=== chan_fifo_bridge ===
chan_fifo_bridge, placement by cell class:
(1 px per µm)
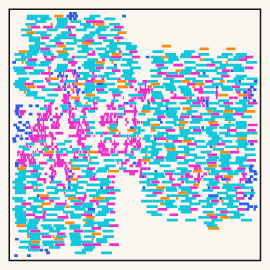

[src/rtl/chan_fifo_bridge_pkg.sv]
// Shared definitions for the channel FIFO bridge.
// Flush/ovf bit positions and per-pair channel map.
package chan_fifo_bridge_pkg;

  localparam int FLUSH_WR = 0;
  localparam int FLUSH_RD = 1;
  localparam int OVF_BIT  = 7;

  function automatic logic [6:0] chanD(
    input int base,
    input int k
  );
    return 7'(base + k);
  endfunction

  function automatic logic [6:0] chanSW(
    input int base,
    input int np,
    input int k
  );
    return 7'(base + np + 2 * k);
  endfunction

  function automatic logic [6:0] chanSR(
    input int base,
    input int np,
    input int k
  );
    return 7'(base + np + 2 * k + 1);
  endfunction

endpackage

[src/rtl/chan_fifo_bridge_fifo_sync.sv]
// First-word-fall-through byte FIFO with flush and occupancy count.
// Push while full is accepted only alongside a pop.
module fifo_sync #(
  parameter int DEPTH_LOG2 = 4
) (
  input  logic                clk_in,
  input  logic                reset_in,
  input  logic [7:0]          din,
  input  logic                wr_en,
  output logic                full,
  output logic [7:0]          dout,
  input  logic                rd_en,
  output logic                empty,
  input  logic                flush_in,
  output logic [DEPTH_LOG2:0] count_out
);

  localparam int DEPTH = 1 << DEPTH_LOG2;

  logic [7:0]            mem [DEPTH];
  logic [DEPTH_LOG2-1:0] wrPtr;
  logic [DEPTH_LOG2-1:0] rdPtr;
  logic [DEPTH_LOG2:0]   count;
  logic                  doPush;
  logic                  doPop;

  // count never exceeds DEPTH, so its MSB alone marks full
  assign empty     = (count == '0);
  assign full      = count[DEPTH_LOG2];
  assign count_out = count;
  assign dout      = mem[rdPtr];
  assign doPop     = rd_en && !empty;
  assign doPush    = wr_en && (!full || doPop);

  always_ff @(posedge clk_in) begin
    if (!reset_in || flush_in) begin
      wrPtr <= '0;
      rdPtr <= '0;
      count <= '0;
    end else begin
      if (doPush)
        wrPtr <= wrPtr + 1'b1;
      if (doPop)
        rdPtr <= rdPtr + 1'b1;
      if (doPush && !doPop)
        count <= count + 1'b1;
      else if (doPop && !doPush)
        count <= count - 1'b1;
    end
  end

  always_ff @(posedge clk_in) begin
    if (doPush && !flush_in)
      mem[wrPtr] <= din;
  end

endmodule

[src/rtl/chan_fifo_bridge.sv]
// Host channel <-> application bridge: NUM_PAIRS FIFO pairs with
// status/flush channels and a sticky read-side overflow flag.
module chan_fifo_bridge
  import chan_fifo_bridge_pkg::*;
#(
  parameter int NUM_PAIRS  = 2,
  parameter int DEPTH_LOG2 = 4,
  parameter int BASE_ADDR  = 0
) (
  input  logic                   clk_in,
  input  logic                   reset_in,
  input  logic [6:0]             hostAddr_in,
  input  logic [7:0]             hostData_in,
  input  logic                   hostWrite_in,
  output logic                   hostGotRoom_out,
  output logic [7:0]             hostData_out,
  input  logic                   hostRead_in,
  output logic                   hostGotData_out,
  output logic [8*NUM_PAIRS-1:0] wrData_out,
  output logic [NUM_PAIRS-1:0]   wrValid_out,
  input  logic [NUM_PAIRS-1:0]   wrReady_in,
  input  logic [8*NUM_PAIRS-1:0] rdData_in,
  input  logic [NUM_PAIRS-1:0]   rdValid_in,
  output logic [NUM_PAIRS-1:0]   rdReady_out
);

  logic [NUM_PAIRS-1:0] wrFull;
  logic [NUM_PAIRS-1:0] rdEmpty;
  logic [7:0]           rdHead [NUM_PAIRS];
  logic [7:0]           wrStat [NUM_PAIRS];
  logic [7:0]           rdStat [NUM_PAIRS];

  for (genvar k = 0; k < NUM_PAIRS; k++) begin : g_pair
    logic                hitD;
    logic                hitStat;
    logic                hitSR;
    logic                wrEmpty;
    logic                rdFull;
    logic                rdPop;
    logic                ovfSet;
    logic                ovf;
    logic [DEPTH_LOG2:0] wrCnt;
    logic [DEPTH_LOG2:0] rdCnt;

    assign hitD    = hostAddr_in == chanD(BASE_ADDR, k);
    assign hitSR   = hostAddr_in == chanSR(BASE_ADDR, NUM_PAIRS, k);
    assign hitStat = hitSR ||
      hostAddr_in == chanSW(BASE_ADDR, NUM_PAIRS, k);
    assign rdPop   = hostRead_in && hitD;
    assign ovfSet  = rdValid_in[k] && rdFull && !rdPop;

    fifo_sync #(.DEPTH_LOG2(DEPTH_LOG2)) u_wr (
      .clk_in    (clk_in),
      .reset_in  (reset_in),
      .din       (hostData_in),
      .wr_en     (hostWrite_in && hitD),
      .full      (wrFull[k]),
      .dout      (wrData_out[8*k +: 8]),
      .rd_en     (wrReady_in[k]),
      .empty     (wrEmpty),
      .flush_in  (hostWrite_in && hitStat && hostData_in[FLUSH_WR]),
      .count_out (wrCnt)
    );

    fifo_sync #(.DEPTH_LOG2(DEPTH_LOG2)) u_rd (
      .clk_in    (clk_in),
      .reset_in  (reset_in),
      .din       (rdData_in[8*k +: 8]),
      .wr_en     (rdValid_in[k]),
      .full      (rdFull),
      .dout      (rdHead[k]),
      .rd_en     (rdPop),
      .empty     (rdEmpty[k]),
      .flush_in  (hostWrite_in && hitStat && hostData_in[FLUSH_RD]),
      .count_out (rdCnt)
    );

    // set beats a same-cycle status-read clear
    always_ff @(posedge clk_in) begin
      if (!reset_in)
        ovf <= 1'b0;
      else if (ovfSet)
        ovf <= 1'b1;
      else if (hostRead_in && hitSR)
        ovf <= 1'b0;
    end

    assign wrValid_out[k] = !wrEmpty;
    assign rdReady_out[k] = !rdFull;
    assign wrStat[k]      = 8'(wrCnt);
    assign rdStat[k]      = {ovf, 1'b0, 6'(rdCnt)};
  end

  always_comb begin
    hostData_out    = 8'h00;
    hostGotRoom_out = 1'b1;
    hostGotData_out = 1'b1;
    for (int k = 0; k < NUM_PAIRS; k++) begin
      if (hostAddr_in == chanD(BASE_ADDR, k)) begin
        hostData_out    = rdHead[k];
        hostGotRoom_out = !wrFull[k];
        hostGotData_out = !rdEmpty[k];
      end
      if (hostAddr_in == chanSW(BASE_ADDR, NUM_PAIRS, k))
        hostData_out = wrStat[k];
      if (hostAddr_in == chanSR(BASE_ADDR, NUM_PAIRS, k))
        hostData_out = rdStat[k];
    end
  end

endmodule

[config.mk]
export PLATFORM = sky130hd
export DESIGN_NAME = chan_fifo_bridge
export DESIGN_NICKNAME = d
export VERILOG_FILES = /design/src/rtl/chan_fifo_bridge_pkg.sv /design/src/rtl/chan_fifo_bridge_fifo_sync.sv /design/src/rtl/chan_fifo_bridge.sv
export SDC_FILE = /design/constraint.sdc
export NUM_CORES = 1
export LEC_CHECK = 0
export ABC_CLOCK_PERIOD_IN_PS = 4700
export CAP_MARGIN = 20
export CORE_MARGIN = 2
export CORE_UTILIZATION = 40
export DETAILED_ROUTE_END_ITERATION = 12
export MAX_ROUTING_LAYER = met4
export PLACE_DENSITY = 0.56
export SLEW_MARGIN = 10
export SYNTH_ARGS = -nofsm -noshare
export SYNTH_HDL_FRONTEND = slang
export SYNTH_HIERARCHICAL = 1
export SYNTH_SLANG_ARGS = --single-unit
[constraint.sdc]
create_clock -name clk_in -period 4.7 [get_ports clk_in]
set_input_delay 0.94 -clock clk_in [delete_from_list [all_inputs] [get_ports clk_in]]
set_output_delay 0.94 -clock clk_in [all_outputs]
set_load 0.01 [all_outputs]
=== n64vi_tx ===
===== src/rtl/n64vi_tx.sv =====
// N64 VI bus transmitter: one-entry pixel buffer feeding a four-phase
// (sync, R, G, B) slot sequencer that drives nDSYNC/D on every VCLK edge.
module n64vi_tx #(
   parameter logic [3:0] SYNC_IDLE = 4'b1111
) (
   input  logic       VCLK_i,
   input  logic       RST_i,
   input  logic [6:0] R_i,
   input  logic [6:0] G_i,
   input  logic [6:0] B_i,
   input  logic [3:0] SYNC_i,
   input  logic       pix_valid_i,
   output logic       pix_ready_o,
   output logic       nDSYNC_o,
   output logic [6:0] D_o,
   output logic       underflow_o
);

   typedef enum logic [1:0] {
      PH_SYNC = 2'd0,
      PH_R    = 2'd1,
      PH_G    = 2'd2,
      PH_B    = 2'd3
   } phase_t;

   phase_t phase, phase_nxt;

   logic       vld_p0;
   logic [6:0] r_p0, g_p0, b_p0;
   logic [3:0] sync_p0;

   logic [6:0] r_p1, g_p1, b_p1;
   logic [3:0] sync_p1;

   logic       accept;
   logic [6:0] ld_r, ld_g, ld_b;
   logic [3:0] ld_sync;

   assign pix_ready_o = ~vld_p0 & ~RST_i;
   assign accept      = pix_valid_i & pix_ready_o;

   always_ff @(posedge VCLK_i) begin
      if (RST_i) phase <= PH_SYNC;
      else       phase <= phase_nxt;
   end

   always_comb begin
      phase_nxt = phase;
      unique case (phase)
         PH_SYNC: phase_nxt = PH_R;
         PH_R:    phase_nxt = PH_G;
         PH_G:    phase_nxt = PH_B;
         PH_B:    phase_nxt = PH_SYNC;
      endcase
   end

   // stage p0: input buffer; a pixel accepted on a sync edge waits for the next slot
   always_ff @(posedge VCLK_i) begin
      if (RST_i)                            vld_p0 <= 1'b0;
      else if (phase == PH_SYNC && vld_p0)  vld_p0 <= 1'b0;
      else if (accept)                      vld_p0 <= 1'b1;
   end

   always_ff @(posedge VCLK_i) begin
      if (accept) begin
         r_p0    <= R_i;
         g_p0    <= G_i;
         b_p0    <= B_i;
         sync_p0 <= SYNC_i;
      end
   end

   // an empty buffer at slot start sends black and repeats the last sync nibble
   always_comb begin
      ld_r    = vld_p0 ? r_p0 : 7'd0;
      ld_g    = vld_p0 ? g_p0 : 7'd0;
      ld_b    = vld_p0 ? b_p0 : 7'd0;
      ld_sync = vld_p0 ? sync_p0 : sync_p1;
   end

   // stage p1: slot word and registered bus outputs
   always_ff @(posedge VCLK_i) begin
      if (RST_i) begin
         sync_p1     <= SYNC_IDLE;
         nDSYNC_o    <= 1'b1;
         D_o         <= 7'd0;
         underflow_o <= 1'b0;
      end else begin
         unique case (phase)
            PH_SYNC: begin
               r_p1     <= ld_r;
               g_p1     <= ld_g;
               b_p1     <= ld_b;
               sync_p1  <= ld_sync;
               nDSYNC_o <= 1'b0;
               D_o      <= {3'b000, ld_sync};
               if (!vld_p0) underflow_o <= 1'b1;
            end
            PH_R: begin
               nDSYNC_o <= 1'b1;
               D_o      <= r_p1;
            end
            PH_G: begin
               nDSYNC_o <= 1'b1;
               D_o      <= g_p1;
            end
            PH_B: begin
               nDSYNC_o <= 1'b1;
               D_o      <= b_p1;
            end
         endcase
      end
   end

endmodule


===== config.mk =====
export PLATFORM = sky130hd
export DESIGN_NAME = n64vi_tx
export DESIGN_NICKNAME = d
export VERILOG_FILES = /design/src/rtl/n64vi_tx.sv
export SDC_FILE = /design/constraint.sdc
export NUM_CORES = 1
export LEC_CHECK = 0
export CAP_MARGIN = 20
export CELL_PAD_IN_SITES_DETAIL_PLACEMENT = 1
export CELL_PAD_IN_SITES_GLOBAL_PLACEMENT = 1
export CORE_MARGIN = 4
export CORE_UTILIZATION = 46
export DETAILED_ROUTE_END_ITERATION = 6
export PLACE_DENSITY = 0.92
export SYNTH_ARGS = -nofsm -noshare
export SYNTH_HDL_FRONTEND = slang
export SYNTH_SLANG_ARGS = --single-unit

===== constraint.sdc =====
create_clock -name VCLK_i -period 4.9 [get_ports VCLK_i]
set_input_delay 0.98 -clock VCLK_i [delete_from_list [all_inputs] [get_ports VCLK_i]]
set_output_delay 0.98 -clock VCLK_i [all_outputs]
set_load 0.01 [all_outputs]

chan_fifo_bridge, ports around the boundary:
(1.5 px per µm) Pins as bars across the die edge, other pins in grey.
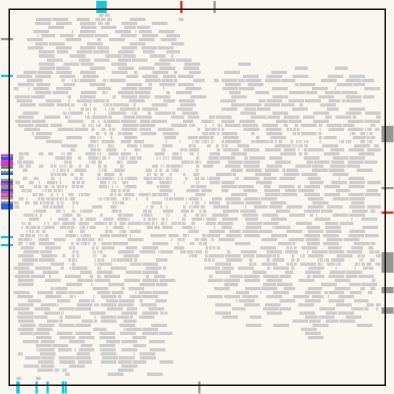
Key: `hostData_out` = blue [pins 8, direction output, edge left]; `rdData_in` = cyan [pins 16, direction input, edge 7 top, 6 bottom, 3 left]; `reset_in` = green [pins 1, direction input, edge left]; `wrValid_out` = red [pins 2, direction output, edge 1 top, 1 right]; `hostAddr_in` = magenta [pins 7, direction input, edge left]
die width: 250 µm
port bufs: 68
DIE HEIGHT: 250 µm

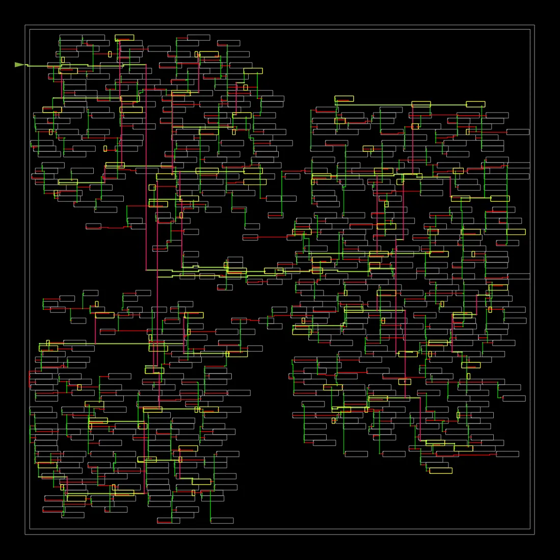
chan_fifo_bridge: clock routing
clk sink count: 582
seq_cells: 582
clock buffer count: 80

## Picture notes: 'placement by cell class' of chan_fifo_bridge
Key: clock drivers and dummy loads = orange [cells 112, share of their area 7.2%]; remaining buffers and delay cells = blue [cells 130, share of their area 4.6%]; remaining logic cells = magenta [cells 701, share of their area 26%]; registers = cyan [cells 582, share of their area 63%]

==> reports/metrics.csv, chan_fifo_bridge <==
metric,value,unit
status,"finished, final reports clean",
"AND-OR/OR-AND Cells, Area Fraction",0.0466,
final setup fails,0,
Yosys reg bits,582,
Worst Path Arrival,3.56,ns
Most common reg cell,edfxtp_1,
reg2reg path depth,9,
Hold Worst Slack,0.498,ns
vias in the first global route,12300,
hold depth,2,
Sw Pwr,3.19,mW
Die ar.,62300,µm²
Post-Syn Area,24100,µm²
placed cell area,25900,µm²
DRC viols,0,
Max stage delay on crit path,0.69,ns
P per Cell Area,454,nW/µm²
Filler Cell Count,5134,
seq pwr,6.08,mW
clk buf depth,3,
fraction of area in multi-input gates,0.242,
"Simple Share, Synth",0.0616,
clk cell area share,0.0692,
fin cells,2308,
worst r2r src,g_pair[0].u_wr/count_out[1],
first-pass GRT wire length,77.0,mm
final core utilization,0.463,
final max-slew violation count,0,
worst setup path endpoint,hostData_out[2],
Buf/Inv on CP,2,
tap cells,782,
Max Fanout on Critical Path,17,
post-layout net count,1558,
final worst slack,0.204,ns
Fin. Hold Viols,0,
setup TNS,0,ns
biggest regs,"g_pair.u_rd/mem (256), g_pair.u_wr/mem (256)",
GRT Util Overall,0.169,
Gate Area,6730,µm²
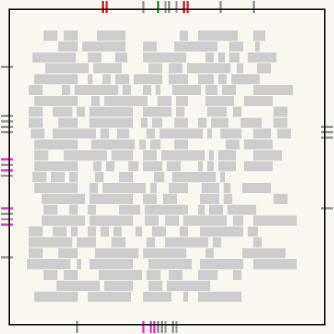
n64vi_tx: ports around the boundary
(4 px per µm) Pins as bars across the die edge, other pins in grey.
Key: `pix_valid_i` = green [pins 1, direction input, edge top]; `G_i` = magenta [pins 7, direction input, edge 4 left, 3 bottom]; `SYNC_i` = red [pins 4, direction input, edge top]
All pins by edge: 14 left, 11 top, 9 bottom, 4 right.

==> reports/metrics.csv, n64vi_tx <==
metric,value,unit
"Simple Share, Synth",0.105,
vias per cell,5.20,
Final ANT Viol Nets,0,
status,"finished, final reports clean",
fin cells,258,
placed cell area,2710,µm²
Core ar.,4750,µm²
worst min-delay path category,flop to flop,
# hold bufs at CTS,0,
Slew HR,0.607,
Place WS,1.62,ns
ports placed on the boundary,38,
"Endpoint, Worst Hold",underflow_o,
Worst-Skew Late Latency,0.33,ns
part of the power in the clock network,0.294,
tap cells,67,
final max-slew violation count,0,
xor+xnor area frac,0,
Synth top cells by count,"edfxtp_1, and2_1, dfxtp_1",

## Gallery

Cell area per tile.
shot_01.png
(4 px per µm) The die is cut into 8 by 8 equal tiles; black is low, pale yellow is high, 0 to 100% covered.
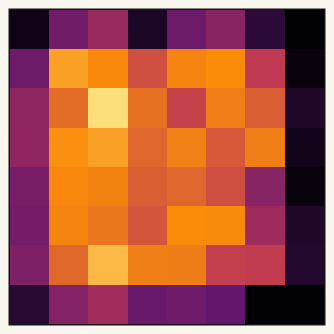
shot_02.png
(1.5 px per µm) The die is cut into 25 by 25 equal tiles; black is low, pale yellow is high, 0 to 100% covered.
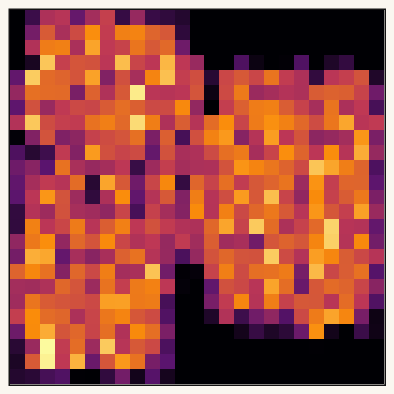
n64vi_tx -> shot_01.png
chan_fifo_bridge -> shot_02.png

Key to shot_01.png:
The mean over all tiles is 46%. 9.4% of the tiles are over 75% full. The densest ninth of the die: middle. The emptiest ninth of the die: bottom right.



==> notes/layouts.md <==
Pictures saved along the way, in no particular order.

Signal wires by layer.
(a)
(4 px per µm)
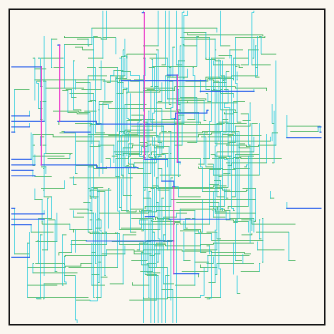
(b)
(1 px per µm)
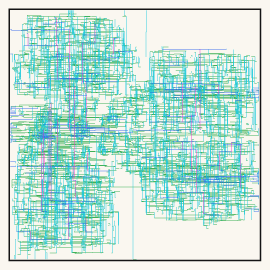
(b) comes from chan_fifo_bridge.
(a) comes from n64vi_tx.
Of these, most wire: (b)
Of these, largest die: (b)

Key to (a):
Key: M4 = magenta [wire length 124 µm]; M2 = cyan [wire length 2790 µm]; M3 = blue [wire length 256 µm]; M1 = green [wire length 1900 µm]

Power and IR drop assume default switching activity.
